######## sprite_rom_arbiter ########
**src/rtl/sprite_rom_arbiter.sv**
```systemverilog
// sprite_rom_arbiter
// Round-robin arbiter sharing one registered-read sprite ROM among N_REQ
// draw engines. One read issued per clock; the palette index coming back
// from the ROM is tagged with the ID of the requester that issued it.
module sprite_rom_arbiter #(
    parameter int N_REQ  = 4,
    parameter int ADDR_W = 19,
    parameter int DATA_W = 5,
    parameter int ID_W   = 2
) (
    input  logic                    Clk,
    input  logic                    Reset_n,
    input  logic                    hold,
    input  logic [N_REQ-1:0]        req,
    input  logic [N_REQ*ADDR_W-1:0] addr,
    output logic [N_REQ-1:0]        gnt,
    output logic [ADDR_W-1:0]       rom_addr,
    input  logic [DATA_W-1:0]       rom_data,
    output logic                    rsp_valid,
    output logic [ID_W-1:0]         rsp_id,
    output logic [DATA_W-1:0]       rsp_data
);

    logic [ID_W-1:0]   r_ptr;
    logic              r_iss_valid;
    logic [ID_W-1:0]   r_iss_id;
    logic [N_REQ-1:0]  r_gnt;
    logic [ADDR_W-1:0] r_rom_addr;
    logic              r_rsp_valid;
    logic [ID_W-1:0]   r_rsp_id;

    logic              w_hi_found;
    logic [ID_W-1:0]   w_hi_idx;
    logic              w_lo_found;
    logic [ID_W-1:0]   w_lo_idx;
    logic [ID_W-1:0]   w_pick;
    logic [ID_W-1:0]   w_ptr_next;
    logic              w_grant;
    logic [N_REQ-1:0]  w_gnt_next;
    logic [ADDR_W-1:0] w_addr;

    // Pick the first requester at or after r_ptr; if none, wrap to the lowest set bit.
    always_comb begin
        // NOTE: every signal gets a default before any conditional write so no latch is inferred.
        w_hi_found = 1'b0;
        w_hi_idx   = '0;
        w_lo_found = 1'b0;
        w_lo_idx   = '0;
        // Descending scan: the last hit overwrites, leaving the lowest index.
        for (int k = N_REQ - 1; k >= 0; k--) begin
            if (req[k]) begin
                w_lo_found = 1'b1;
                w_lo_idx   = ID_W'(k);
                if (ID_W'(k) >= r_ptr) begin
                    w_hi_found = 1'b1;
                    w_hi_idx   = ID_W'(k);
                end
            end
        end
        w_pick  = w_hi_found ? w_hi_idx : w_lo_idx;
        w_grant = !hold && w_lo_found;
    end

    // Derive the grant vector, selected address and next pointer from the pick.
    always_comb begin
        w_addr = '0;
        for (int k = 0; k < N_REQ; k++) begin
            if (w_pick == ID_W'(k)) begin
                w_addr = addr[k*ADDR_W +: ADDR_W];
            end
        end
        w_gnt_next = N_REQ'(1) << w_pick;
        // Wrap at N_REQ, which need not be a power of two.
        w_ptr_next = (w_pick == ID_W'(N_REQ - 1)) ? '0 : w_pick + ID_W'(1);
    end

    // Issue stage: register the grant, ROM address and owner; advance the pointer.
    always_ff @(posedge Clk or negedge Reset_n) begin
        if (!Reset_n) begin
            r_gnt       <= '0;
            r_rom_addr  <= '0;
            r_iss_valid <= 1'b0;
            r_iss_id    <= '0;
            r_ptr       <= '0;
        end else if (w_grant) begin
            // NOTE: state updates use non-blocking assignments so every register sees pre-edge values.
            r_gnt       <= w_gnt_next;
            r_rom_addr  <= w_addr;
            r_iss_valid <= 1'b1;
            r_iss_id    <= w_pick;
            r_ptr       <= w_ptr_next;
        end else begin
            // Address and pointer hold so an idle ROM sees a stable input.
            r_gnt       <= '0;
            r_iss_valid <= 1'b0;
        end
    end

    // Response stage: follows the issue stage by one edge, matching ROM latency.
    always_ff @(posedge Clk or negedge Reset_n) begin
        if (!Reset_n) begin
            r_rsp_valid <= 1'b0;
            r_rsp_id    <= '0;
        end else begin
            r_rsp_valid <= r_iss_valid;
            r_rsp_id    <= r_iss_id;
        end
    end

    assign gnt       = r_gnt;
    assign rom_addr  = r_rom_addr;
    assign rsp_valid = r_rsp_valid;
    assign rsp_id    = r_rsp_id;
    // ROM output is already registered; consumers qualify it with rsp_valid.
    assign rsp_data  = rom_data;

endmodule
```
**config.mk**
```make
export PLATFORM = sky130hd
export DESIGN_NAME = sprite_rom_arbiter
export DESIGN_NICKNAME = d
export VERILOG_FILES = /design/src/rtl/sprite_rom_arbiter.sv
export SDC_FILE = /design/constraint.sdc
export NUM_CORES = 1
export LEC_CHECK = 0
export ABC_AREA = 1
export CORE_MARGIN = 1
export CORE_UTILIZATION = 34
export CTS_CLUSTER_DIAMETER = 30
export DETAILED_ROUTE_END_ITERATION = 10
export GPL_TIMING_DRIVEN = 0
export PLACE_DENSITY_LB_ADDON = 0.1
export SYNTH_ARGS = -nofsm -noshare
export SYNTH_HDL_FRONTEND = slang
export SYNTH_SLANG_ARGS = --single-unit
```
**constraint.sdc**
```tcl
create_clock -name Clk -period 1.8 [get_ports Clk]
set_input_delay 0.27 -clock Clk [delete_from_list [all_inputs] [get_ports Clk]]
set_output_delay 0.27 -clock Clk [all_outputs]
set_load 0.05 [all_outputs]
```
######## ser12_tx_flat ########
$ cat src/rtl/ser12_tx_if.sv
// Word-in / bit-out handshake bundle for the 12-bit serializer.
// slave is the serializer's view, master is the producer/sink view.
interface ser12_tx_if;
    logic [11:0] in_data;
    logic        in_valid;
    logic        in_ready;
    logic        ser_stall;
    logic        ser_out;
    logic        ser_valid;
    logic        ser_first;
    logic        ser_last;
    logic        busy;

    modport slave (
        input  in_data,
        input  in_valid,
        input  ser_stall,
        output in_ready,
        output ser_out,
        output ser_valid,
        output ser_first,
        output ser_last,
        output busy
    );

    modport master (
        output in_data,
        output in_valid,
        output ser_stall,
        input  in_ready,
        input  ser_out,
        input  ser_valid,
        input  ser_first,
        input  ser_last,
        input  busy
    );
endinterface

$ cat src/rtl/ser12_tx.sv
// 12-bit parallel-to-serial transmitter with stall hold and
// zero-gap back-to-back word loading.
module ser12_tx #(
    parameter bit MSB_FIRST = 1'b0
) (
    input  logic        clk,
    input  logic        rst,
    ser12_tx_if.slave   bus
);

    typedef enum logic {
        IDLE,
        SHIFT
    } state_t;

    state_t      state;
    state_t      state_nxt;
    logic [11:0] sh;
    logic [11:0] sh_nxt;
    logic [3:0]  cnt;
    logic [3:0]  cnt_nxt;

    logic        at_last;
    logic        accept;
    logic        load;
    logic [11:0] sh_shift;

    assign at_last = (cnt == 4'd11);
    assign accept  = (state == SHIFT) && !bus.ser_stall;

    // Shift toward whichever end feeds ser_out.
    assign sh_shift = MSB_FIRST ? {sh[10:0], 1'b0}
                                : {1'b0, sh[11:1]};

    always_ff @(posedge clk or negedge rst) begin
        if (!rst) begin
            state <= IDLE;
            sh    <= '0;
            cnt   <= '0;
        end else begin
            state <= state_nxt;
            sh    <= sh_nxt;
            cnt   <= cnt_nxt;
        end
    end

    always_comb begin
        state_nxt     = state;
        sh_nxt        = sh;
        cnt_nxt       = cnt;
        load          = 1'b0;
        bus.in_ready  = 1'b0;
        bus.ser_valid = 1'b0;
        bus.ser_out   = 1'b0;
        bus.ser_first = 1'b0;
        bus.ser_last  = 1'b0;
        bus.busy      = 1'b0;

        unique case (state)
            IDLE: begin
                bus.in_ready = 1'b1;
                load         = bus.in_valid;
                if (load) begin
                    state_nxt = SHIFT;
                end
            end
            SHIFT: begin
                bus.busy      = 1'b1;
                bus.ser_valid = 1'b1;
                bus.ser_out   = MSB_FIRST ? sh[11] : sh[0];
                bus.ser_first = (cnt == 4'd0);
                bus.ser_last  = at_last;
                bus.in_ready  = at_last && !bus.ser_stall;
                if (accept) begin
                    if (!at_last) begin
                        sh_nxt  = sh_shift;
                        cnt_nxt = cnt + 4'd1;
                    end else if (bus.in_valid) begin
                        load = 1'b1;
                    end else begin
                        state_nxt = IDLE;
                    end
                end
            end
            default: begin
                state_nxt = IDLE;
            end
        endcase

        if (load) begin
            sh_nxt  = bus.in_data;
            cnt_nxt = 4'd0;
        end
    end

endmodule

$ cat src/flat_wrapper.sv
// flat-port wrapper written by rule: the top's interface ports become plain ports
module ser12_tx_flat 
#(
    parameter bit MSB_FIRST = 1'b0
)
  (clk, rst, bus_in_data, bus_in_valid, bus_ser_stall, bus_in_ready, bus_ser_out, bus_ser_valid, bus_ser_first, bus_ser_last, bus_busy);
  ser12_tx_if bus_i ();
  input  logic clk;
  input  logic rst;
  input wire logic [$bits(bus_i.in_data)-1:0] bus_in_data;
  input wire logic [$bits(bus_i.in_valid)-1:0] bus_in_valid;
  input wire logic [$bits(bus_i.ser_stall)-1:0] bus_ser_stall;
  output wire logic [$bits(bus_i.in_ready)-1:0] bus_in_ready;
  output wire logic [$bits(bus_i.ser_out)-1:0] bus_ser_out;
  output wire logic [$bits(bus_i.ser_valid)-1:0] bus_ser_valid;
  output wire logic [$bits(bus_i.ser_first)-1:0] bus_ser_first;
  output wire logic [$bits(bus_i.ser_last)-1:0] bus_ser_last;
  output wire logic [$bits(bus_i.busy)-1:0] bus_busy;
  assign bus_i.in_data = bus_in_data;
  assign bus_i.in_valid = bus_in_valid;
  assign bus_i.ser_stall = bus_ser_stall;
  assign bus_in_ready = bus_i.in_ready;
  assign bus_ser_out = bus_i.ser_out;
  assign bus_ser_valid = bus_i.ser_valid;
  assign bus_ser_first = bus_i.ser_first;
  assign bus_ser_last = bus_i.ser_last;
  assign bus_busy = bus_i.busy;
  ser12_tx #(.MSB_FIRST(MSB_FIRST)) u_core (.clk(clk), .rst(rst), .bus(bus_i));
endmodule
$ cat config.mk
export PLATFORM = sky130hd
export DESIGN_NAME = ser12_tx_flat
export DESIGN_NICKNAME = d
export VERILOG_FILES = /design/src/rtl/ser12_tx_if.sv /design/src/rtl/ser12_tx.sv /design/src/flat_wrapper.sv
export SDC_FILE = /design/constraint.sdc
export NUM_CORES = 1
export LEC_CHECK = 0
export ABC_AREA = 1
export CORE_MARGIN = 10
export CORE_UTILIZATION = 54
export DETAILED_ROUTE_END_ITERATION = 16
export PLACE_DENSITY = 0.91
export SYNTH_ARGS = -nofsm -noshare
export SYNTH_HDL_FRONTEND = slang
export SYNTH_SLANG_ARGS = --single-unit
$ cat constraint.sdc
create_clock -name clk -period 4.1 [get_ports clk]
set_input_delay 0.41 -clock clk [delete_from_list [all_inputs] [get_ports clk]]
set_output_delay 0.41 -clock clk [all_outputs]
set_load 0.005 [all_outputs]
######## acc9_accumulator ########
## src/rtl/acc9_pkg.sv

```systemverilog
// Shared types and widths for the 9-bit accumulation stage.
package acc9_pkg;

  localparam int ACC_W = 9;

  typedef enum logic {ACCUM, DONE} acc9_state_t;

endpackage

```

## src/rtl/full_adder9.sv

```systemverilog
// 9-bit ripple-carry adder used as the accumulator datapath.
module full_adder9
  import acc9_pkg::*;
(
  input  logic [ACC_W-1:0] A,
  input  logic [ACC_W-1:0] B,
  input  logic             Carryin,
  output logic [ACC_W-1:0] sum,
  output logic             Carryout
);

  logic [ACC_W:0] carry;

  // Explicit bit-level ripple so the carry chain matches the adder it models.
  always_comb begin
    carry    = '0;
    sum      = '0;
    carry[0] = Carryin;
    for (int i = 0; i < ACC_W; i++) begin
      sum[i]       = A[i] ^ B[i] ^ carry[i];
      carry[i + 1] = (A[i] & B[i]) | (carry[i] & (A[i] ^ B[i]));
    end
  end

  assign Carryout = carry[ACC_W];

endmodule

```

## src/rtl/acc9_accumulator.sv

```systemverilog
// Sums groups of N_SAMPLES 9-bit samples and presents the wrapped total
// with a sticky carry flag over a valid/ready result port.
module acc9_accumulator
  import acc9_pkg::*;
#(
  parameter int N_SAMPLES = 4
) (
  input  logic             clk,
  input  logic             rst,
  input  logic             in_valid,
  output logic             in_ready,
  input  logic [ACC_W-1:0] in_data,
  output logic             out_valid,
  input  logic             out_ready,
  output logic [ACC_W-1:0] out_sum,
  output logic             out_ovf
);

  localparam int CNT_W = $clog2(N_SAMPLES + 1);
  localparam logic [CNT_W-1:0] LAST = CNT_W'(N_SAMPLES - 1);

  acc9_state_t      state;
  logic [ACC_W-1:0] acc;
  logic [CNT_W-1:0] cnt;
  logic             ovf;
  logic [ACC_W-1:0] sum;
  logic             cout;

  full_adder9 u_adder (
    .A        (acc),
    .B        (in_data),
    .Carryin  (1'b0),
    .sum      (sum),
    .Carryout (cout)
  );

  // in_ready is low in DONE, so an input accept and a result handshake never coincide.
  always_ff @(posedge clk) begin
    if (rst) begin
      state <= ACCUM;
      acc   <= '0;
      cnt   <= '0;
      ovf   <= 1'b0;
    end else begin
      case (state)
        ACCUM: begin
          if (in_valid) begin
            acc <= sum;
            ovf <= ovf | cout;
            if (cnt == LAST) begin
              cnt   <= '0;
              state <= DONE;
            end else begin
              cnt <= cnt + CNT_W'(1);
            end
          end
        end
        DONE: begin
          if (out_ready) begin
            acc   <= '0;
            ovf   <= 1'b0;
            state <= ACCUM;
          end
        end
        default: state <= ACCUM;
      endcase
    end
  end

  assign in_ready  = (state == ACCUM);
  assign out_valid = (state == DONE);
  assign out_sum   = (state == DONE) ? acc : '0;
  assign out_ovf   = (state == DONE) ? ovf : 1'b0;

endmodule

```

## config.mk

```make
export PLATFORM = sky130hd
export DESIGN_NAME = acc9_accumulator
export DESIGN_NICKNAME = d
export VERILOG_FILES = /design/src/rtl/acc9_pkg.sv /design/src/rtl/full_adder9.sv /design/src/rtl/acc9_accumulator.sv
export SDC_FILE = /design/constraint.sdc
export NUM_CORES = 1
export LEC_CHECK = 0
export CORE_ASPECT_RATIO = 0.7
export CORE_MARGIN = 2
export CORE_UTILIZATION = 35
export CTS_CLUSTER_DIAMETER = 150
export DETAILED_ROUTE_END_ITERATION = 8
export PLACE_DENSITY = 0.65
export SLEW_MARGIN = 20
export SYNTH_ARGS = -nofsm -noshare
export SYNTH_HDL_FRONTEND = slang
export SYNTH_SLANG_ARGS = --single-unit
```

## constraint.sdc

```tcl
create_clock -name clk -period 5.8 [get_ports clk]
set_input_delay 0.58 -clock clk [delete_from_list [all_inputs] [get_ports clk]]
set_output_delay 0.58 -clock clk [all_outputs]
set_load 0.05 [all_outputs]
```

######## rv32_alu_flat ########
--- src/rtl/rv32_alu_if.sv ---
// Operand/result bundle for rv32_alu.
// ZERO and ZERO_Q exist only when ALU_ZERO_FLAG_EN is defined.
interface rv32_alu_if #(
  parameter int DATA_WIDTH = 32,
  parameter int ALU_CNTR_W = 4
);
  logic [DATA_WIDTH-1:0] s1;
  logic [DATA_WIDTH-1:0] s2;
  logic [ALU_CNTR_W-1:0] ALU_CNTR;
  logic [DATA_WIDTH-1:0] ALU_OUT;
  logic [DATA_WIDTH-1:0] ALU_OUT_Q;
`ifdef ALU_ZERO_FLAG_EN
  logic                  ZERO;
  logic                  ZERO_Q;

  modport master (
    output s1, s2, ALU_CNTR,
    input  ALU_OUT, ALU_OUT_Q, ZERO, ZERO_Q
  );
  modport slave (
    input  s1, s2, ALU_CNTR,
    output ALU_OUT, ALU_OUT_Q, ZERO, ZERO_Q
  );
`else
  modport master (
    output s1, s2, ALU_CNTR,
    input  ALU_OUT, ALU_OUT_Q
  );
  modport slave (
    input  s1, s2, ALU_CNTR,
    output ALU_OUT, ALU_OUT_Q
  );
`endif
endinterface

--- src/rtl/rv32_alu.sv ---
// RV32IM execute-stage ALU: 16 ops, combinational ALU_OUT plus registered ALU_OUT_Q.
// Optional macro ALU_ZERO_FLAG_EN adds ZERO / ZERO_Q result-is-zero flags.
module rv32_alu #(
  parameter int DATA_WIDTH = 32,
  parameter int ALU_CNTR_W = 4
) (
  input logic       clk,
  input logic       rst_n,
  rv32_alu_if.slave bus
);

  localparam int SHAMT_W = $clog2(DATA_WIDTH);

  typedef enum logic [3:0] {
    OP_ADD  = 4'b0000,
    OP_SUB  = 4'b0001,
    OP_OR   = 4'b0010,
    OP_AND  = 4'b0011,
    OP_XOR  = 4'b0100,
    OP_SLL  = 4'b0101,
    OP_SRL  = 4'b0110,
    OP_SRA  = 4'b0111,
    OP_SLT  = 4'b1000,
    OP_SLTU = 4'b1001,
    OP_EQ   = 4'b1010,
    OP_GE   = 4'b1011,
    OP_LT   = 4'b1100,
    OP_NE   = 4'b1101,
    OP_LTU  = 4'b1110,
    OP_GEU  = 4'b1111
  } alu_op_e;

  // Comparison results occupy bit 0 only.
  function automatic logic [DATA_WIDTH-1:0] flag_word(input logic flag);
    return {{(DATA_WIDTH-1){1'b0}}, flag};
  endfunction

  function automatic logic [DATA_WIDTH-1:0] shift_left(
    input logic [DATA_WIDTH-1:0] a,
    input logic [SHAMT_W-1:0]    sh
  );
    return a << sh;
  endfunction

  function automatic logic [DATA_WIDTH-1:0] shift_right(
    input logic [DATA_WIDTH-1:0] a,
    input logic [SHAMT_W-1:0]    sh,
    input logic                  arith
  );
    logic signed [DATA_WIDTH-1:0] a_s;
    a_s = a;
    if (arith) return a_s >>> sh;
    return a >> sh;
  endfunction

  alu_op_e                      op;
  logic        [SHAMT_W-1:0]    shamt;
  logic signed [DATA_WIDTH-1:0] s1_s;
  logic signed [DATA_WIDTH-1:0] s2_s;
  logic                         lt_s;
  logic                         lt_u;
  logic                         eq;
  logic        [DATA_WIDTH-1:0] alu_out_p0;
  logic        [DATA_WIDTH-1:0] alu_out_p1;

  assign op    = alu_op_e'(bus.ALU_CNTR);
  assign shamt = bus.s2[SHAMT_W-1:0];
  assign s1_s  = bus.s1;
  assign s2_s  = bus.s2;
  assign lt_s  = s1_s < s2_s;
  assign lt_u  = bus.s1 < bus.s2;
  assign eq    = bus.s1 == bus.s2;

  // Stage p0: combinational result, independent of reset
  always_comb begin
    alu_out_p0 = '0;
    case (op)
      OP_ADD:  alu_out_p0 = bus.s1 + bus.s2;
      OP_SUB:  alu_out_p0 = bus.s1 - bus.s2;
      OP_OR:   alu_out_p0 = bus.s1 | bus.s2;
      OP_AND:  alu_out_p0 = bus.s1 & bus.s2;
      OP_XOR:  alu_out_p0 = bus.s1 ^ bus.s2;
      OP_SLL:  alu_out_p0 = shift_left(bus.s1, shamt);
      OP_SRL:  alu_out_p0 = shift_right(bus.s1, shamt, 1'b0);
      OP_SRA:  alu_out_p0 = shift_right(bus.s1, shamt, 1'b1);
      OP_SLT:  alu_out_p0 = flag_word(lt_s);
      OP_SLTU: alu_out_p0 = flag_word(lt_u);
      OP_EQ:   alu_out_p0 = flag_word(eq);
      OP_GE:   alu_out_p0 = flag_word(!lt_s);
      OP_LT:   alu_out_p0 = flag_word(lt_s);
      OP_NE:   alu_out_p0 = flag_word(!eq);
      OP_LTU:  alu_out_p0 = flag_word(lt_u);
      OP_GEU:  alu_out_p0 = flag_word(!lt_u);
      default: alu_out_p0 = '0;
    endcase
  end

  // Stage p1: registered copy, cleared asynchronously
  always_ff @(posedge clk or negedge rst_n) begin
    if (!rst_n) alu_out_p1 <= '0;
    else        alu_out_p1 <= alu_out_p0;
  end

  assign bus.ALU_OUT   = alu_out_p0;
  assign bus.ALU_OUT_Q = alu_out_p1;

`ifdef ALU_ZERO_FLAG_EN
  logic zero_p0;
  logic zero_p1;

  assign zero_p0 = (alu_out_p0 == '0);

  // Resets high so it agrees with the cleared result register
  always_ff @(posedge clk or negedge rst_n) begin
    if (!rst_n) zero_p1 <= 1'b1;
    else        zero_p1 <= zero_p0;
  end

  assign bus.ZERO   = zero_p0;
  assign bus.ZERO_Q = zero_p1;
`endif

endmodule

--- src/flat_wrapper.sv ---
// flat-port wrapper written by rule: the top's interface ports become plain ports
module rv32_alu_flat 
#(
  parameter int DATA_WIDTH = 32,
  parameter int ALU_CNTR_W = 4
)
  (clk, rst_n, bus_s1, bus_s2, bus_ALU_CNTR, bus_ALU_OUT, bus_ALU_OUT_Q);
  rv32_alu_if #(.DATA_WIDTH(DATA_WIDTH), .ALU_CNTR_W(ALU_CNTR_W)) bus_i ();
  input logic clk;
  input logic rst_n;
  input wire logic [$bits(bus_i.s1)-1:0] bus_s1;
  input wire logic [$bits(bus_i.s2)-1:0] bus_s2;
  input wire logic [$bits(bus_i.ALU_CNTR)-1:0] bus_ALU_CNTR;
  output wire logic [$bits(bus_i.ALU_OUT)-1:0] bus_ALU_OUT;
  output wire logic [$bits(bus_i.ALU_OUT_Q)-1:0] bus_ALU_OUT_Q;
  assign bus_i.s1 = bus_s1;
  assign bus_i.s2 = bus_s2;
  assign bus_i.ALU_CNTR = bus_ALU_CNTR;
  assign bus_ALU_OUT = bus_i.ALU_OUT;
  assign bus_ALU_OUT_Q = bus_i.ALU_OUT_Q;
  rv32_alu #(.DATA_WIDTH(DATA_WIDTH), .ALU_CNTR_W(ALU_CNTR_W)) u_core (.clk(clk), .rst_n(rst_n), .bus(bus_i));
endmodule
--- config.mk ---
export PLATFORM = sky130hd
export DESIGN_NAME = rv32_alu_flat
export DESIGN_NICKNAME = d
export VERILOG_FILES = /design/src/rtl/rv32_alu_if.sv /design/src/rtl/rv32_alu.sv /design/src/flat_wrapper.sv
export SDC_FILE = /design/constraint.sdc
export NUM_CORES = 1
export LEC_CHECK = 0
export ABC_AREA = 1
export CAP_MARGIN = 40
export CORE_MARGIN = 2
export CORE_UTILIZATION = 40
export DETAILED_ROUTE_END_ITERATION = 8
export PLACE_DENSITY = 0.72
export REMOVE_ABC_BUFFERS = 1
export SETUP_SLACK_MARGIN = 0.05
export SYNTH_ARGS = -nofsm -noshare
export SYNTH_HDL_FRONTEND = slang
export SYNTH_SLANG_ARGS = --single-unit
--- constraint.sdc ---
create_clock -name clk -period 3.3 [get_ports clk]
set_input_delay 0.495 -clock clk [delete_from_list [all_inputs] [get_ports clk]]
set_output_delay 0.495 -clock clk [all_outputs]
set_load 0.01 [all_outputs]
==> acc9_accumulator/ff_map.png <==
Drawn at 4 px/um. Other sequential cells in the stronger gray, the rest of the logic in the fainter gray.
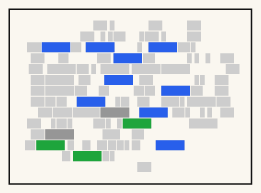
acc -> blue  # placed flops 9
cnt -> green  # placed flops 3
Reg area: 280 um2
Seq. pwr: 113 uW
final core utilization: 0.512

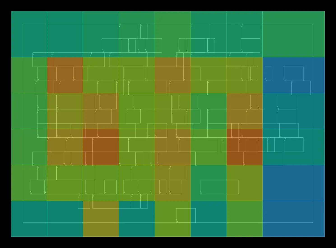
(acc9_accumulator/congestion_map.png)
drt wl/cell: 11.0 um
GRT met2 Usage: 0.180
met3 Use GR: 0.0579

==> metrics.yaml, acc9_accumulator <==
status: "finished, final reports clean"
pwr.group.clock_uw: 69.7
cts_made_buffers: 3
pwr-share-seq: 0.487
largest_register: "acc"
hold_class: "reg2reg"
mostFrequentLayoutCells: "clkdlybuf4s50_1 (24), dfxtp_1 (14), inv_1 (13), nor2_1 (8), fa_1 (8)"
swShare: 0.267
fin_nets: 127
setup_violations: 0
cts_resized: 0
row_count: 14
sh_comb_area: 0.406
dpl-instance-area_mm2: 0.00105
fmax_mhz: 250
postCtsSetupBuffers: 0
slew_violations: 0
path_clk_slew_ps: 80
drt_iter0_markers: 11
top_cell_area_share: 0.362
clk_latency_ps: 280
power-top-group: "sequential cells"
dp.cells: 131
wirelength_mm: 1.49
tool_warnings: 26
final_common_cell: "clkdlybuf4s50_1"
seq_area_frac_synth: 0.362
signal_buffers: 24
synth_warnings: 0
area_delta_synth_final_pct: 40.5
detailed_place_hpwl_mm: 1.15
tns_ps: 0
viasPerCell: 4.28
cts_tree: "built"
[acc9_accumulator: routing by layer]
metal / GRT usage / up-vias
met1: 0.184 / 257
li1: - / 299
met3: 0.0579 / 2
met4: 0.0267 / 0
met2: 0.180 / 20
met5: 0 / -
[acc9_accumulator: Yosys cell counts (all sizes together) (2+ instances only)]
cell / instances
dfxtp: 14
inv: 13
fa: 8
nor2: 8
and2: 5
o2bb2ai: 5
a22o: 4
a21oi: 3
nand2: 3
nand2b: 3
ha: 2
nor2b: 2
[acc9_accumulator: worst max-delay path, cell delays in order]
cell,delay [ps]
clkdlybuf4s50_1,480
ha_1,140
inv_1,50
fa_1,380
fa_1,400
fa_1,380
fa_1,380
fa_1,360
inv_1,70
fa_1,180
fa_1,180
fa_1,400
a22o_1,200
[acc9_accumulator: cells by family after synthesis]
family          share of synthesized area
compound gates                      0.142
fa+ha+maj                           0.239
buf+inv                            0.0680
flops                               0.362
simple gates                        0.188
[acc9_accumulator: path summary, 6_finish.rpt]
check | startpoint | end
max | in_data[0] | acc[8]
min reg2reg | cnt[2] | cnt[2]
max reg2reg | acc[0] | acc[8]
min | cnt[2] | cnt[2]
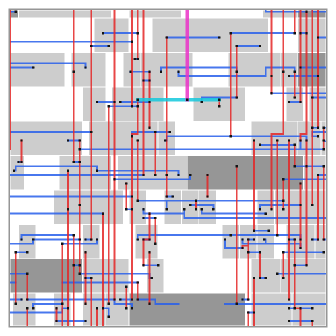
(sprite_rom_arbiter/closeup.png)
Window x 26 to 51, y 11 to 36 um. Cells in gray, sequential cells in the stronger gray; small squares are vias.
M4 -> magenta
M3 -> cyan
M1 -> blue
M2 -> red
cells with their middle in the window = 49
sequential cells in the window = 3
netlist names of flops here include = r_ptr (2), rom_addr (1)
most frequent = nand2_1 (8), inv_1 (5), buf_6 (4)

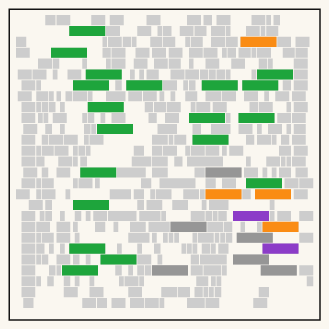
(sprite_rom_arbiter/ff_map.png)
Drawn at 4 px/um. Other sequential cells in the stronger gray, the rest of the logic in the fainter gray.
rom_addr -> green  # placed flops 19
rsp_id -> purple  # placed flops 2
gnt -> orange  # placed flops 4
not colored = 6
Reg area: 776 um2
final core utilization: 0.639
Seq. pwr: 1.07 mW

==> metrics.yaml, sprite_rom_arbiter <==
top_cell_area_share: 0.402
largest_register_ffs: 19
antenna_found_initial: 0
area_delta_synth_final_pct: 81.2
path_cells: "nand2_1 -> nand2_2 -> nand2_2 -> nor2_1 -> nand2_1 -> nand2_2 -> buf_6 -> ha_4 -> inv_2 -> nor2_4 -> buf_6 -> nand2_1 -> a21oi_2 -> nand2_1 -> nand3_2"
pwr.group.clock_uw: 523
violations: "negative setup slack"
cts_tree: "built"
tightest_slew_ps: 701
layout_setup_ws_ps: -91.3
required_ps: 2020
setup_violations: 19
leakagePower_nw: 1.56
yosysTopAreaCell: "dfrtp_1"
clk_latency_ps: 280
critical_path_class: "reg2reg"
period_used_share: 1.05
fmax_mhz: 529
fin_nets: 470
cts_resized: 37
synthTopCellsByArea: "dfrtp_1 (40%), nand2_1 (16%), a21oi_1 (9.9%), nand3_2 (5.7%), nor2_1 (4.5%)"
irDropWorstVdd_mv: 0.673
mostFrequentLayoutCells: "clkdlybuf4s50_1 (108), nand2_1 (68), dfrtp_1 (31), nand2_2 (23), nor2_1 (23)"
syn_area_mm2: 0.00193
tns_ps: -1310
total_power_mw: 4.85
cp.depth: 15
fp_nets: 344
fin_area_mm2: 0.00350
setup.worst_path.start: "r_ptr[0]"
grt_max_degree: 32
r2r_end: "rom_addr[16]"
coreArea_mm2: 0.00547
r2r_slack_ps: -90
status: "complete, but fails checks"
p_per_area_mw_per_mm2: 1390
hold_buffers: 0
[sprite_rom_arbiter: cells by family after synthesis]
logic type / after synthesis / share of synthesized area
AOI/OAI and AO/OA: 43 / 0.114
adders and majority gates: 4 / 0.0259
buffers and inverters: 32 / 0.102
DFF: 31 / 0.402
and+or+nand+nor: 142 / 0.355
[sprite_rom_arbiter: cell usage after synthesis (all sizes together)]
library cell,n
o21ai,3
dfrtp,31
a21boi,1
buf,16
ha,4
nand2,92
nor2,27
nor3b,1
nand3,22
a21oi,38
clkbuf,2
inv,14
o21bai,1
[sprite_rom_arbiter: cell type report]
cell class              instances  area (um2)
well taps                      72        90.1
inverters                      14        52.6
clock inverters                 3        15.0
clock buffers                   5        68.8
fillers                       522        1980
multi-input cells             189        1130
plain buffers                  18         181
repair buffers                119        1180
flip-flops and latches         31         776
[sprite_rom_arbiter: per-layer routing]
metal,up-vias,share of wire,track usage
li1,1052,-,-
met1,960,0.41,0.238
met2,91,0.50,0.368
met3,7,0.076,0.0541
met4,0,0.011,0.0585
met5,-,0,0
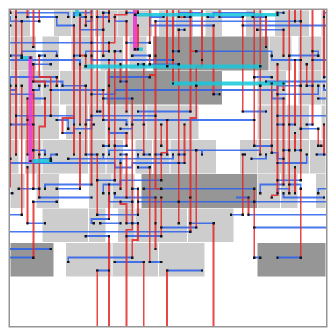
(ser12_tx_flat/closeup.png)
Window x 20 to 45, y 7 to 32 um. Cells in gray, sequential cells in the stronger gray; small squares are vias.
M2 -> red
M3 -> cyan
M4 -> magenta
M1 -> blue
most frequent = nand3_1 (13), nand2_1 (11), inv_1 (7)
cells with their middle in the window = 61
sequential cells in the window = 4
netlist names of flops here include = u_core.sh (3), u_core.state (1)

==> metrics.yaml, ser12_tx_flat <==
status: "finished, final reports clean"
diodes: 0
tightest_slew_ps: 785
period_minus_slack_ps: 2340
coreArea_mm2: 0.00192
path_cells: "ha_1 -> nand3_2 -> o21ai_0 -> clkdlybuf4s50_1"
cp.depth: 4
syn_area_mm2: 0.00108
grt_pass1_wl_mm: 4.55
seq_area_frac_synth: 0.395
tool_warnings: 27
cp_slowest_cell: "clkdlybuf4s50_1"
viasPerCell: 5.25
ys_sh_adder: 0.0233
path_clk_slew_ps: 90
p_per_area_mw_per_mm2: 464
drive_above_1_share: 0.0625
irDropWorstVdd_mv: 0.272
## ser12_tx_flat: worst register-to-register path: stages, from the launching register on
cell and delay, ps:
dfrtp_1 410, ha_1 240, nand3_2 130, nand2_1 350, nand3_1 220, nand3_1 140
o21ai_0 90
## ser12_tx_flat: report_power, final
part | internal [mW] | leakage (nW) | switching [mW]
registers | 0.224 | 0.223 | 0.0442
clock network | 0.0379 | 0.0150 | 0.0530
logic | 0.103 | 0.447 | 0.126
## ser12_tx_flat: synthesized netlist by cell type
cell type	count
inv_1	27
xnor2_1	1
o21ai_0	4
inv_4	1
buf_2	1
nand4_1	11
clkbuf_1	1
nand2_2	1
buf_4	3
dfrtp_1	17
xor2_1	1
nor2_1	4
nand3_1	30
nand2_4	2
nand3_2	2
buf_6	4
inv_2	1
ha_1	2
o21ai_1	1
nand2_1	30
## ser12_tx_flat: through the flow
stage / power (mW) / hold WS, ps
finish: 0.589 / 491
global route: 0.643 / 514
CTS: 0.596 / 491
detailed placement: 0.500 / 465
global placement: 0.482 / 462
floorplan: 0.429 / 114
## ser12_tx_flat: registers in the layout, summed over array words and instances (netlist names)
signal,count
u_core.sh,12
u_core.state,1
u_core.cnt,4
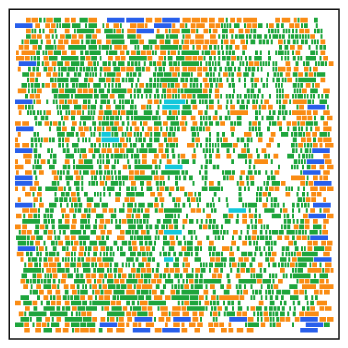
(rv32_alu_flat/class_map.png)
Drawn at 2 px/um.
clock drivers and dummy loads -> cyan  # cells 8, share of their area 1.0%
remaining logic cells -> green  # cells 1766, share of their area 60%
sequential cells -> blue  # cells 32, share of their area 4.6%
remaining buffers and delay cells -> orange  # cells 746, share of their area 35%

==> metrics.yaml, rv32_alu_flat <==
mostFrequentLayoutCells: "buf_4 (585), nand2_1 (513), nand3_1 (239), inv_1 (142), nor2_1 (110)"
cts_sinks: 32
path_clk_slew_ps: 70
final_util: 0.708
coreArea_mm2: 0.0252
status: "finished, final reports clean"
stdcell_count: 2884
largest_register_ffs: 32
htree_num_levels: 2
critPathMaxStageDelay_ps: 320
root_buffer: "clkbuf_16"
synthTopLogicFamily: "simple AND/OR/NAND/NOR gates"
slew_violations: 0
grt.total_usage: 0.453
yosysTopAreaCell: "nand2_1"
wl_per_cell_um: 22.0
area.sequential_um2: 801
ys_cells: 1888
combPwrFrac: 0.737
drv_cap: 0
drtAntennaViolNets: 0
[rv32_alu_flat: layer usage]
layer  global-route usage  vias up  part of all wire
li1                     -     7571                 -
met1                0.587     7790              0.39
met2                0.685     1158              0.42
met3                0.112      327              0.12
met4                0.249        2             0.073
met5                    0        -           0.00019
[rv32_alu_flat: power groups by stage]
stage / clock [mW] / combinational, mW / sequential, mW
CTS: 0.654 / 2.86 / 0.452
floorplan: 0 / 1.04 / 0.485
global placement: 0 / 2.60 / 0.458
global route: 0.662 / 3.27 / 0.456
detailed placement: 0 / 2.63 / 0.459
finish: 0.659 / 3.11 / 0.452
[rv32_alu_flat: stage by stage]
step / area, um2 / setup WS, ps / hold slack, ps / power (mW)
2_1_floorplan: 9740 / -230 / 199 / 1.53
3_3_place_gp: 15800 / -735 / 690 / 3.06
3_5_place_dp: 15800 / -797 / 409 / 3.09
4_1_cts: 17200 / -78.7 / 81.8 / 3.96
5_1_grt: 17800 / -13.2 / 104 / 4.39
6_report: 17800 / 86.5 / 82.7 / 4.22

######## imem_boot_arbiter ########
==> imem_boot_arbiter/ff_map.png <==
Drawn at 3 px/um. Other sequential cells in the stronger gray, the rest of the logic in the fainter gray.
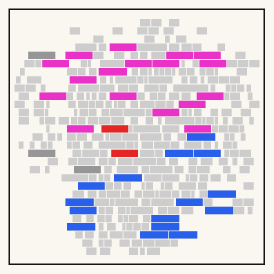

$ cat config.mk
export PLATFORM = sky130hd
export DESIGN_NAME = imem_boot_arbiter
export DESIGN_NICKNAME = d
export VERILOG_FILES = /design/src/rtl/imem_boot_arbiter.sv
export SDC_FILE = /design/constraint.sdc
export NUM_CORES = 1
export LEC_CHECK = 0
export ABC_CLOCK_PERIOD_IN_PS = 1800
export CORE_UTILIZATION = 35
export DETAILED_ROUTE_END_ITERATION = 10
export PLACE_DENSITY = 0.78
export SYNTH_ARGS = -nofsm -noshare
export SYNTH_HDL_FRONTEND = slang
export SYNTH_SLANG_ARGS = --single-unit
$ cat constraint.sdc
create_clock -name clk -period 1.8 [get_ports clk]
set_input_delay 0.45 -clock clk [delete_from_list [all_inputs] [get_ports clk]]
set_output_delay 0.45 -clock clk [all_outputs]
set_load 0.01 [all_outputs]
$ cat src/rtl/imem_boot_arbiter.sv
// Instruction-memory port arbiter: streams boot-loader words into memory, primes the
// first fetch, then sequences fetch addresses for the core (stall, redirect, read latency).
module imem_boot_arbiter #(
    parameter int ADDR_W     = 15,
    parameter int PC_W       = 17,
    parameter int LOAD_WORDS = 8192,
    parameter logic [PC_W-1:0] START_PC = '0
) (
    input  logic              clk,
    input  logic              reset,
    input  logic              ld_valid,
    input  logic [31:0]       ld_data,
    input  logic              ld_last,
    output logic              ld_ready,
    input  logic [PC_W-1:0]   f_pc_in,
    input  logic              f_stall,
    input  logic              f_redirect,
    output logic [ADDR_W-1:0] mem_addr,
    output logic              mem_we,
    output logic [31:0]       mem_wdata,
    output logic              cpu_run,
    output logic [PC_W-1:0]   fetch_pc,
    output logic              fetch_valid,
    output logic [ADDR_W-1:0] load_count,
    output logic              load_err
);

    typedef enum logic [1:0] {
        S_LOAD,
        S_PRIME,
        S_RUN
    } state_t;

    localparam logic [ADDR_W:0] LAST_IDX = (ADDR_W+1)'(LOAD_WORDS - 1);

    state_t            state;
    state_t            state_nxt;
    logic [ADDR_W-1:0] count;
    logic [PC_W-1:0]   held_pc;
    logic [PC_W-1:0]   sel_pc;
    logic              ld_hs;
    logic              ld_done;

    assign ld_hs   = (state == S_LOAD) && ld_valid;
    assign ld_done = ld_hs && (ld_last || ({1'b0, count} == LAST_IDX));

    // Redirect overrides stall: a mispredicted branch must always be taken.
    assign sel_pc  = (f_redirect || !f_stall) ? f_pc_in : held_pc;

    assign mem_wdata  = ld_data;
    assign load_count = count;

    // NOTE: sequential state uses non-blocking assignments so every register samples
    // pre-edge values; blocking here would create order-dependent simulation races.
    always_ff @(posedge clk or negedge reset) begin
        if (!reset) begin
            state <= S_LOAD;
        end else begin
            state <= state_nxt;
        end
    end

    always_comb begin
        state_nxt = state;
        case (state)
            S_LOAD:  if (ld_done) state_nxt = S_PRIME;
            S_PRIME: state_nxt = S_RUN;
            S_RUN:   state_nxt = S_RUN;
            default: state_nxt = S_LOAD;
        endcase
    end

    // NOTE: every output gets a default before the case so no path leaves it unassigned,
    // which would otherwise infer a latch.
    always_comb begin
        mem_addr = '1;
        mem_we   = 1'b0;
        ld_ready = 1'b0;
        if (reset) begin
            case (state)
                S_LOAD: begin
                    ld_ready = 1'b1;
                    mem_addr = count;
                    mem_we   = ld_valid;
                end
                S_PRIME: mem_addr = START_PC[PC_W-1:2];
                S_RUN:   mem_addr = sel_pc[PC_W-1:2];
                default: mem_addr = '1;
            endcase
        end
    end

    always_ff @(posedge clk or negedge reset) begin
        if (!reset) begin
            count       <= '0;
            held_pc     <= START_PC;
            fetch_pc    <= START_PC;
            fetch_valid <= 1'b0;
            cpu_run     <= 1'b0;
            load_err    <= 1'b0;
        end else begin
            // Saturate rather than wrap if LOAD_WORDS fills the whole address space.
            if (ld_hs && (count != '1)) begin
                count <= count + 1'b1;
            end
            if ((state != S_LOAD) && ld_valid) begin
                load_err <= 1'b1;
            end
            case (state)
                S_PRIME: begin
                    cpu_run     <= 1'b1;
                    held_pc     <= START_PC;
                    fetch_pc    <= START_PC;
                    fetch_valid <= 1'b1;
                end
                S_RUN: begin
                    held_pc     <= sel_pc;
                    fetch_pc    <= sel_pc;
                    fetch_valid <= 1'b1;
                end
                default: ;
            endcase
        end
    end

endmodule

######## nand_rst_sequencer_flat ########
--- src/rtl/nand_rst_sequencer_if.sv ---
// Handshake bundle between the NAND PHY reset sequencer and its environment.
// The sequencer is the slave side; the controller/testbench drives master.
interface nand_rst_sequencer_if #(
  parameter int NUM_CH = 4
);
  logic              idelay_rdy;
  logic [NUM_CH-1:0] soft_rst_req;
  logic [NUM_CH-1:0] soft_rst_ack;
  logic [NUM_CH-1:0] ch_rstn;
  logic [NUM_CH-1:0] ch_ready;
  logic              all_ready;
  logic [1:0]        seq_state;
  logic [7:0]        fault_cnt;

  modport master (
    output idelay_rdy, soft_rst_req,
    input  soft_rst_ack, ch_rstn, ch_ready, all_ready, seq_state, fault_cnt
  );

  modport slave (
    input  idelay_rdy, soft_rst_req,
    output soft_rst_ack, ch_rstn, ch_ready, all_ready, seq_state, fault_cnt
  );
endinterface

--- src/rtl/nand_rst_sequencer.sv ---
// Staggered per-channel reset release for a multi-channel NAND PHY, gated by
// IDELAYCTRL readiness, with per-channel soft resets once the bus is running.
module nand_rst_sequencer #(
  parameter int NUM_CH      = 4,
  parameter int SYNC_STAGES = 3,
  parameter int STAGGER_CYC = 16,
  parameter int PWRUP_CYC   = 256,
  parameter int CNT_W       = 16
) (
  input  logic                clk0,
  input  logic                rst_tmp,
  nand_rst_sequencer_if.slave bus
);

  localparam int IDX_W = (NUM_CH > 1) ? $clog2(NUM_CH) : 1;
  localparam logic [CNT_W-1:0] STG_LAST = CNT_W'(STAGGER_CYC - 1);
  localparam logic [CNT_W-1:0] PWR_LAST = CNT_W'(PWRUP_CYC - 1);
  localparam logic [IDX_W-1:0] IDX_LAST = IDX_W'(NUM_CH - 1);
  localparam longint CNT_MAX = (longint'(1) << CNT_W) - 1;

  generate
    if (NUM_CH < 1 || NUM_CH > 16) begin : g_bad_num_ch
      $error("nand_rst_sequencer: NUM_CH must be 1..16");
    end
    if (SYNC_STAGES < 2) begin : g_bad_sync
      $error("nand_rst_sequencer: SYNC_STAGES must be at least 2");
    end
    if (STAGGER_CYC < 1 || longint'(STAGGER_CYC) > CNT_MAX) begin : g_bad_stagger
      $error("nand_rst_sequencer: STAGGER_CYC out of range for CNT_W");
    end
    if (PWRUP_CYC < 1 || longint'(PWRUP_CYC) > CNT_MAX) begin : g_bad_pwrup
      $error("nand_rst_sequencer: PWRUP_CYC out of range for CNT_W");
    end
  endgenerate

  typedef enum logic [1:0] {
    WAIT_RDY = 2'd0,
    STAGGER  = 2'd1,
    POWERUP  = 2'd2,
    RUN      = 2'd3
  } seq_state_t;

  seq_state_t             state_reg, state_next;
  logic [CNT_W-1:0]       cnt_reg, cnt_next;
  logic [IDX_W-1:0]       idx_reg, idx_next;
  logic [7:0]             fault_cnt_reg, fault_cnt_next;
  logic                   all_ready_reg, all_ready_next;
  logic [SYNC_STAGES-1:0] sync_reg;
  logic                   rdy_s;
  logic                   fault;
  logic                   pwrup_done;
  logic [NUM_CH-1:0]      stagger_rel;
  logic [NUM_CH-1:0]      ch_rstn_vec, ch_ready_vec, ack_vec, ch_ready_next_vec;

  always_ff @(posedge clk0 or posedge rst_tmp) begin
    if (rst_tmp) sync_reg <= '0;
    else         sync_reg <= {sync_reg[SYNC_STAGES-2:0], bus.idelay_rdy};
  end
  assign rdy_s = sync_reg[SYNC_STAGES-1];

  always_ff @(posedge clk0 or posedge rst_tmp) begin
    if (rst_tmp) begin
      state_reg     <= WAIT_RDY;
      cnt_reg       <= '0;
      idx_reg       <= '0;
      fault_cnt_reg <= '0;
      all_ready_reg <= 1'b0;
    end else begin
      state_reg     <= state_next;
      cnt_reg       <= cnt_next;
      idx_reg       <= idx_next;
      fault_cnt_reg <= fault_cnt_next;
      all_ready_reg <= all_ready_next;
    end
  end

  always_comb begin
    state_next  = state_reg;
    cnt_next    = cnt_reg;
    idx_next    = idx_reg;
    fault       = 1'b0;
    pwrup_done  = 1'b0;
    stagger_rel = '0;
    case (state_reg)
      WAIT_RDY: begin
        if (rdy_s) begin
          state_next = STAGGER;
          cnt_next   = '0;
          idx_next   = '0;
        end
      end
      STAGGER: begin
        if (!rdy_s) begin
          fault = 1'b1;
        end else if (cnt_reg == STG_LAST) begin
          stagger_rel = NUM_CH'(1) << idx_reg;
          cnt_next    = '0;
          idx_next    = idx_reg + 1'b1;
          if (idx_reg == IDX_LAST) begin
            state_next = POWERUP;
            idx_next   = '0;
          end
        end else begin
          cnt_next = cnt_reg + 1'b1;
        end
      end
      POWERUP: begin
        if (!rdy_s) begin
          fault = 1'b1;
        end else if (cnt_reg == PWR_LAST) begin
          pwrup_done = 1'b1;
          state_next = RUN;
          cnt_next   = '0;
        end else begin
          cnt_next = cnt_reg + 1'b1;
        end
      end
      RUN: begin
        if (!rdy_s) fault = 1'b1;
      end
      default: state_next = WAIT_RDY;
    endcase
    if (fault) begin
      state_next = WAIT_RDY;
      cnt_next   = '0;
      idx_next   = '0;
    end
  end

  always_comb begin
    fault_cnt_next = fault_cnt_reg;
    if (fault && fault_cnt_reg != 8'hFF) fault_cnt_next = fault_cnt_reg + 8'd1;
  end

  // Rises with ch_ready on POWERUP->RUN, but after a soft reset it trails the ack by one cycle.
  always_comb begin
    all_ready_next = (state_next == RUN) && (&ch_ready_next_vec) &&
                     ((state_reg != RUN) || (&ch_ready_vec));
  end

  genvar gi;
  generate
    for (gi = 0; gi < NUM_CH; gi++) begin : g_ch
      logic             rstn_reg, rstn_next;
      logic             ready_reg, ready_next;
      logic             ack_reg, ack_next;
      logic             busy_reg, busy_next;
      logic             settle_reg, settle_next;
      logic [CNT_W-1:0] scnt_reg, scnt_next;

      always_ff @(posedge clk0 or posedge rst_tmp) begin
        if (rst_tmp) begin
          rstn_reg   <= 1'b0;
          ready_reg  <= 1'b0;
          ack_reg    <= 1'b0;
          busy_reg   <= 1'b0;
          settle_reg <= 1'b0;
          scnt_reg   <= '0;
        end else begin
          rstn_reg   <= rstn_next;
          ready_reg  <= ready_next;
          ack_reg    <= ack_next;
          busy_reg   <= busy_next;
          settle_reg <= settle_next;
          scnt_reg   <= scnt_next;
        end
      end

      // Soft reset: hold phase (rstn low) then settle phase (rstn high, not ready).
      always_comb begin
        rstn_next   = rstn_reg;
        ready_next  = ready_reg;
        ack_next    = 1'b0;
        busy_next   = busy_reg;
        settle_next = settle_reg;
        scnt_next   = scnt_reg;
        if (state_reg == WAIT_RDY || fault) begin
          rstn_next   = 1'b0;
          ready_next  = 1'b0;
          busy_next   = 1'b0;
          settle_next = 1'b0;
          scnt_next   = '0;
        end else begin
          case (state_reg)
            STAGGER: if (stagger_rel[gi]) rstn_next = 1'b1;
            POWERUP: if (pwrup_done) ready_next = 1'b1;
            RUN: begin
              if (!busy_reg) begin
                if (bus.soft_rst_req[gi] && ready_reg) begin
                  rstn_next   = 1'b0;
                  ready_next  = 1'b0;
                  busy_next   = 1'b1;
                  settle_next = 1'b0;
                  scnt_next   = '0;
                end
              end else if (!settle_reg) begin
                if (scnt_reg == STG_LAST) begin
                  rstn_next   = 1'b1;
                  settle_next = 1'b1;
                  scnt_next   = '0;
                end else begin
                  scnt_next = scnt_reg + 1'b1;
                end
              end else if (scnt_reg == PWR_LAST) begin
                ready_next  = 1'b1;
                ack_next    = 1'b1;
                busy_next   = 1'b0;
                settle_next = 1'b0;
                scnt_next   = '0;
              end else begin
                scnt_next = scnt_reg + 1'b1;
              end
            end
            default: ;
          endcase
        end
      end

      assign ch_rstn_vec[gi]       = rstn_reg;
      assign ch_ready_vec[gi]      = ready_reg;
      assign ack_vec[gi]           = ack_reg;
      assign ch_ready_next_vec[gi] = ready_next;
    end
  endgenerate

  assign bus.ch_rstn      = ch_rstn_vec;
  assign bus.ch_ready     = ch_ready_vec;
  assign bus.soft_rst_ack = ack_vec;
  assign bus.all_ready    = all_ready_reg;
  assign bus.seq_state    = state_reg;
  assign bus.fault_cnt    = fault_cnt_reg;

endmodule

--- src/flat_wrapper.sv ---
// flat-port wrapper written by rule: the top's interface ports become plain ports
module nand_rst_sequencer_flat 
#(
  parameter int NUM_CH      = 4,
  parameter int SYNC_STAGES = 3,
  parameter int STAGGER_CYC = 16,
  parameter int PWRUP_CYC   = 256,
  parameter int CNT_W       = 16
)
  (clk0, rst_tmp, bus_idelay_rdy, bus_soft_rst_req, bus_soft_rst_ack, bus_ch_rstn, bus_ch_ready, bus_all_ready, bus_seq_state, bus_fault_cnt);
  nand_rst_sequencer_if #(.NUM_CH(NUM_CH)) bus_i ();
  input  logic clk0;
  input  logic rst_tmp;
  input wire logic [$bits(bus_i.idelay_rdy)-1:0] bus_idelay_rdy;
  input wire logic [$bits(bus_i.soft_rst_req)-1:0] bus_soft_rst_req;
  output wire logic [$bits(bus_i.soft_rst_ack)-1:0] bus_soft_rst_ack;
  output wire logic [$bits(bus_i.ch_rstn)-1:0] bus_ch_rstn;
  output wire logic [$bits(bus_i.ch_ready)-1:0] bus_ch_ready;
  output wire logic [$bits(bus_i.all_ready)-1:0] bus_all_ready;
  output wire logic [$bits(bus_i.seq_state)-1:0] bus_seq_state;
  output wire logic [$bits(bus_i.fault_cnt)-1:0] bus_fault_cnt;
  assign bus_i.idelay_rdy = bus_idelay_rdy;
  assign bus_i.soft_rst_req = bus_soft_rst_req;
  assign bus_soft_rst_ack = bus_i.soft_rst_ack;
  assign bus_ch_rstn = bus_i.ch_rstn;
  assign bus_ch_ready = bus_i.ch_ready;
  assign bus_all_ready = bus_i.all_ready;
  assign bus_seq_state = bus_i.seq_state;
  assign bus_fault_cnt = bus_i.fault_cnt;
  nand_rst_sequencer #(.NUM_CH(NUM_CH), .SYNC_STAGES(SYNC_STAGES), .STAGGER_CYC(STAGGER_CYC), .PWRUP_CYC(PWRUP_CYC), .CNT_W(CNT_W)) u_core (.clk0(clk0), .rst_tmp(rst_tmp), .bus(bus_i));
endmodule
--- config.mk ---
export PLATFORM = sky130hd
export DESIGN_NAME = nand_rst_sequencer_flat
export DESIGN_NICKNAME = d
export VERILOG_FILES = /design/src/rtl/nand_rst_sequencer_if.sv /design/src/rtl/nand_rst_sequencer.sv /design/src/flat_wrapper.sv
export SDC_FILE = /design/constraint.sdc
export NUM_CORES = 1
export LEC_CHECK = 0
export CAP_MARGIN = 0
export CORE_MARGIN = 2
export CORE_UTILIZATION = 55
export CTS_CLUSTER_SIZE = 16
export DETAILED_ROUTE_END_ITERATION = 7
export PLACE_DENSITY = 0.74
export RECOVER_POWER = 50
export SETUP_SLACK_MARGIN = 0.02
export SYNTH_ARGS = -nofsm -noshare
export SYNTH_HDL_FRONTEND = slang
export SYNTH_SLANG_ARGS = --single-unit
--- constraint.sdc ---
create_clock -name clk0 -period 10.1 [get_ports clk0]
set_input_delay 1.01 -clock clk0 [delete_from_list [all_inputs] [get_ports clk0]]
set_output_delay 1.01 -clock clk0 [all_outputs]
set_load 0.01 [all_outputs]
==> imem_boot_arbiter/closeup.png <==
Window x 30 to 55, y 13 to 38 um. Cells in gray, sequential cells in the stronger gray; small squares are vias.
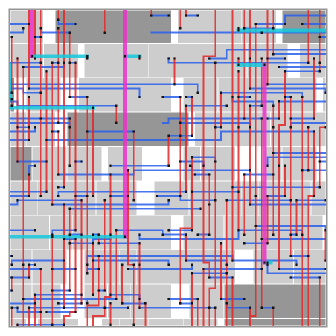
M2 -> red
M4 -> magenta
M1 -> blue
M3 -> cyan
netlist names of flops here include = load_count (2), state (1)
sequential cells in the window = 3
cells with their middle in the window = 52
most frequent = buf_4 (14), nor4_4 (4), xor2_1 (4)

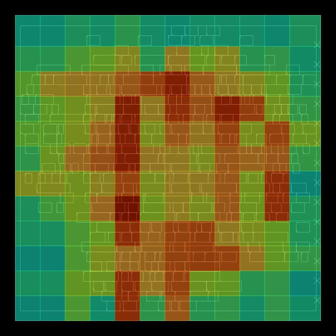
(imem_boot_arbiter/congestion_map.png)
final core utilization: 0.591
GRT Max-Usage Layer: met2
drt wl/cell: 17.8 um
grt met1 use: 0.259
met3 Use GR: 0.0423

## Picture notes: imem_boot_arbiter/ff_map.png
load_count -> blue  # placed flops 15
fetch_pc -> magenta  # placed flops 17
state -> red  # placed flops 2
not colored = 3

==> metrics.yaml, imem_boot_arbiter <==
edf_count: 0
pwr.group.clock_uw: 573
drt_iter0_markers: 198
detailed_place_hpwl_mm: 4.79
largest_register: "fetch_pc"
cp.depth: 6
seq_power_mw: 1.21
cp.arrival_ps: 1630
leakagePower_nw: 1.68
power-top-group: "combinational logic"
grt.total_usage: 0.205
hold_buffers: 0
ys_seq_elements: 37
cp-endpoint: "mem_addr[8]"
fmax_mhz: 481
drc: 14
tightest_slew_ps: 374
status: "complete, but fails checks"
synthTopLogicFamily: "AND-OR/OR-AND gates"
gp_congestion: 0.821
rsz0062_at_grt: "yes"
setup_violations: 20
tns_ps: -3280
mostFrequentLayoutCells: "clkdlybuf4s50_1 (50), buf_4 (46), dfrtp_1 (25), inv_1 (18), buf_2 (18)"
p_per_area_mw_per_mm2: 1280
violations: "design-rule violations, negative setup slack"
required_ps: 1350
yosysTopAreaCell: "dfrtp_1"
cts_tree: "built"
area_delta_synth_final_pct: 60.3
layout_setup_ws_ps: -278
path_clk_slew_ps: 80
avgSynthCellArea_um2: 9.53
r2r_end: "load_count[13]"
period_used_share: 1.15
drv_cap: 0
xor_area_frac: 0.0441
r2r_cells: 7
-- imem_boot_arbiter: layout make-up --
| cell class | count | area [um2] | area share |
|---|---|---|---|
| timing repair buffer | 132 | 1240 | 0.324 |
| tap | 77 | 96.3 | 0.0252 |
| clock inverter | 2 | 10.0 | 0.00262 |
| multi-input combinational | 146 | 1380 | 0.362 |
| inverter | 21 | 81.3 | 0.0213 |
| clock buffer | 6 | 72.6 | 0.0190 |
| sequential | 37 | 941 | 0.246 |
-- imem_boot_arbiter: timing repair --
item | CTS | global route
gates cloned | 4 | 0
buffers inserted | 13 | 5
resized | 123 | 47
setup endpoints to repair | 43 | 46
pin swaps | 3 | 14
-- imem_boot_arbiter: layer usage --
metal  wire, um  part of all wire  GRT usage  up-vias
li1           -                 -          -     1041
met4        131             0.017     0.0863        0
met1       3160              0.42      0.259     1086
met2       3690              0.49      0.343      109
met5          0                 0          0        -
met3        530             0.071     0.0423       15
-- imem_boot_arbiter: worst min path at each step --
stage                                end  slack (ps)  depth (start not counted)
after detailed placement  load_count[10]         400                          2
final                     load_count[10]         110                          2
after global placement    load_count[10]         390                          2
after CTS                 load_count[10]         110                          2
after global routing      load_count[10]         120                          2
after floorplan                  cpu_run         150                          0
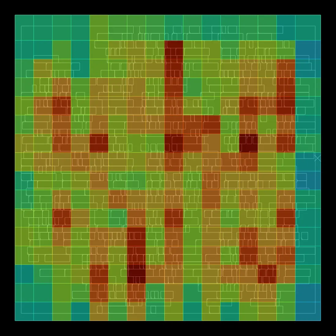
(nand_rst_sequencer_flat/congestion_map.png)
GRT met2 Usage: 0.384
final core utilization: 0.651
met3 Use GR: 0.0611
GRT Max-Usage Layer: met2
Tot GR Track Use: 0.243

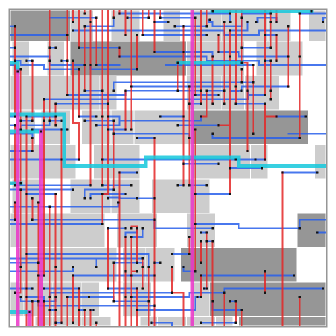
(nand_rst_sequencer_flat/closeup.png)
Window x 44 to 69, y 21 to 46 um. Cells in gray, sequential cells in the stronger gray; small squares are vias.
M4 -> magenta
M1 -> blue
M2 -> red
M3 -> cyan
cells with their middle in the window = 45
netlist names of flops here include = u_core.cnt_reg (3), u_core.bus.seq_state (2)
most frequent = dfrtp_1 (5)
sequential cells in the window = 5

==> metrics.yaml, nand_rst_sequencer_flat <==
status: "complete, but fails checks"
violations: "design-rule violations, max-capacitance violations, max-slew violations"
irDropWorstVdd_mv: 0.208
postCtsSetupBuffers: 0
synth-simple-area-share: 0.258
area_delta_synth_final_pct: 15.0
ys_cells: 679
drv_cap: 2
drc: 1
critical_path_class: "in2async"
slew_violations: 119
synth-main-ff-cell: "dfrtp_1"
start_kind: "primary input"
leakagePower_nw: 3.12
aoi_share: 0.134
fin_nets: 718
io_pins: 30
yosysUniqueCellTypes: 79
dr_total_vias: 5259
cts_tree: "built"
-- nand_rst_sequencer_flat: area by class of cell --
| cell class | count | area (um2) | share of cell area |
|---|---|---|---|
| clock buffers | 24 | 522 | 0.0696 |
| clock inverters | 8 | 190 | 0.0254 |
| inverters | 22 | 83.8 | 0.0112 |
| multi-input cells | 506 | 3310 | 0.442 |
| flip-flops and latches | 116 | 2900 | 0.387 |
| well taps | 143 | 179 | 0.0239 |
| repair buffers | 33 | 309 | 0.0412 |
-- nand_rst_sequencer_flat: worst max-delay path, stage by stage --
cell	delay, ps
dlygate4sd3_1	550
clkinvlp_2	1630
clkbuf_1	2030
-- nand_rst_sequencer_flat: stage by stage --
stage                     area (um2)  instances  power, mW  hold WS (ps)   util
after floorplan                 6520        679      0.703           331      -
after global placement          6810        820      0.774           334  0.591
after detailed placement        6810        820      0.778           335  0.591
after CTS                       7520        852       1.50           346  0.653
after global routing            7500        852       1.54           352  0.651
final                           7500        852       1.48           346  0.651
-- nand_rst_sequencer_flat: where the power goes --
| part | switching, mW | internal (mW) | leakage [nW] |
|---|---|---|---|
| Clock | 0.205 | 0.508 | 0.352 |
| Combinational | 0.164 | 0.0899 | 1.17 |
| Sequential | 0.0260 | 0.487 | 1.60 |

==> screenshots <==
Pin placement.
image #1
Drawn at 6 px/um. Pins as bars across the die edge, other pins in gray.
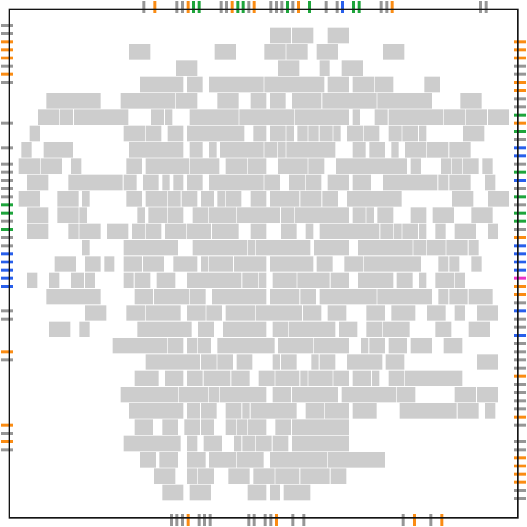
image #2
Drawn at 4 px/um. Pins as bars across the die edge, other pins in gray.
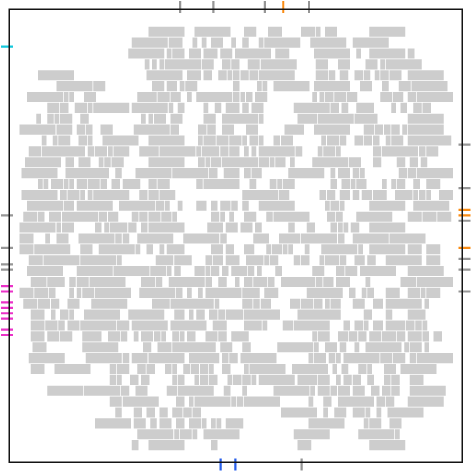
- imem_boot_arbiter = image #1
- nand_rst_sequencer_flat = image #2
The one with the most pins is image #1.
The one with the largest die is image #2.



==> layout pictures side by side <==
Pin placement.
shot_01.png
Drawn at 8 px/um. Pins as bars across the die edge, other pins in gray.
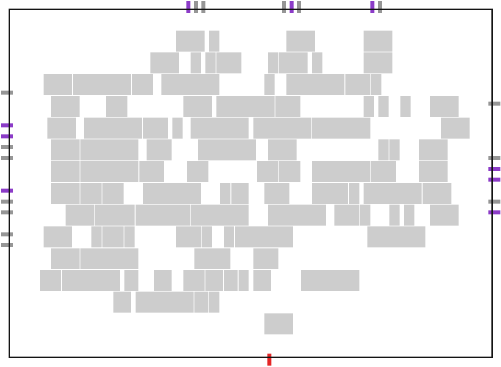
shot_02.png
Drawn at 3 px/um. Pins as bars across the die edge, other pins in gray.
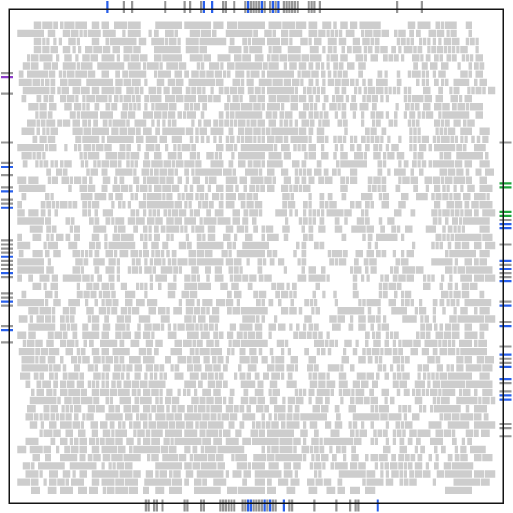
shot_03.png
Drawn at 8 px/um. Pins as bars across the die edge, other pins in gray.
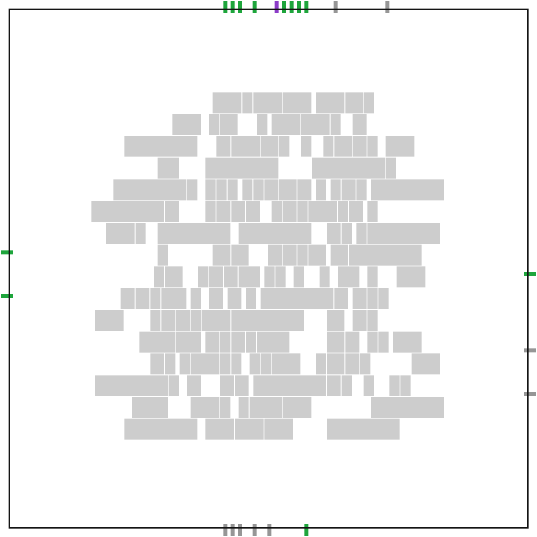
shot_04.png
Drawn at 6 px/um. Pins as bars across the die edge, other pins in gray.
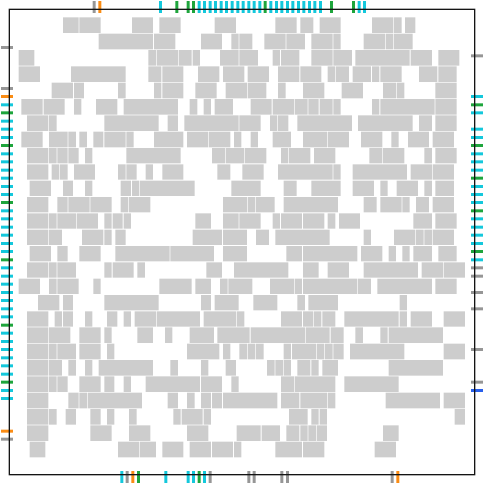
| picture | from |
|---|---|
| shot_02.png | rv32_alu_flat |
| shot_01.png | acc9_accumulator |
| shot_03.png | ser12_tx_flat |
| shot_04.png | sprite_rom_arbiter |
Of these, smallest die: shot_01.png
Of these, largest die: shot_02.png

Key to shot_04.png:
rom_addr -> green  # pins 19, direction output, edge 6 left, 6 top, 5 right, 2 bottom
rsp_valid -> blue  # pins 1, direction output, edge right
rsp_data -> orange  # pins 5, direction output, edge 2 left, 2 bottom, 1 top
addr -> cyan  # pins 76, direction input, edge 31 left, 25 top, 15 right, 5 bottom
all pins by edge = 42 left, 33 top, 28 right, 16 bottom

Power is estimated from default activity; no workload was simulated.
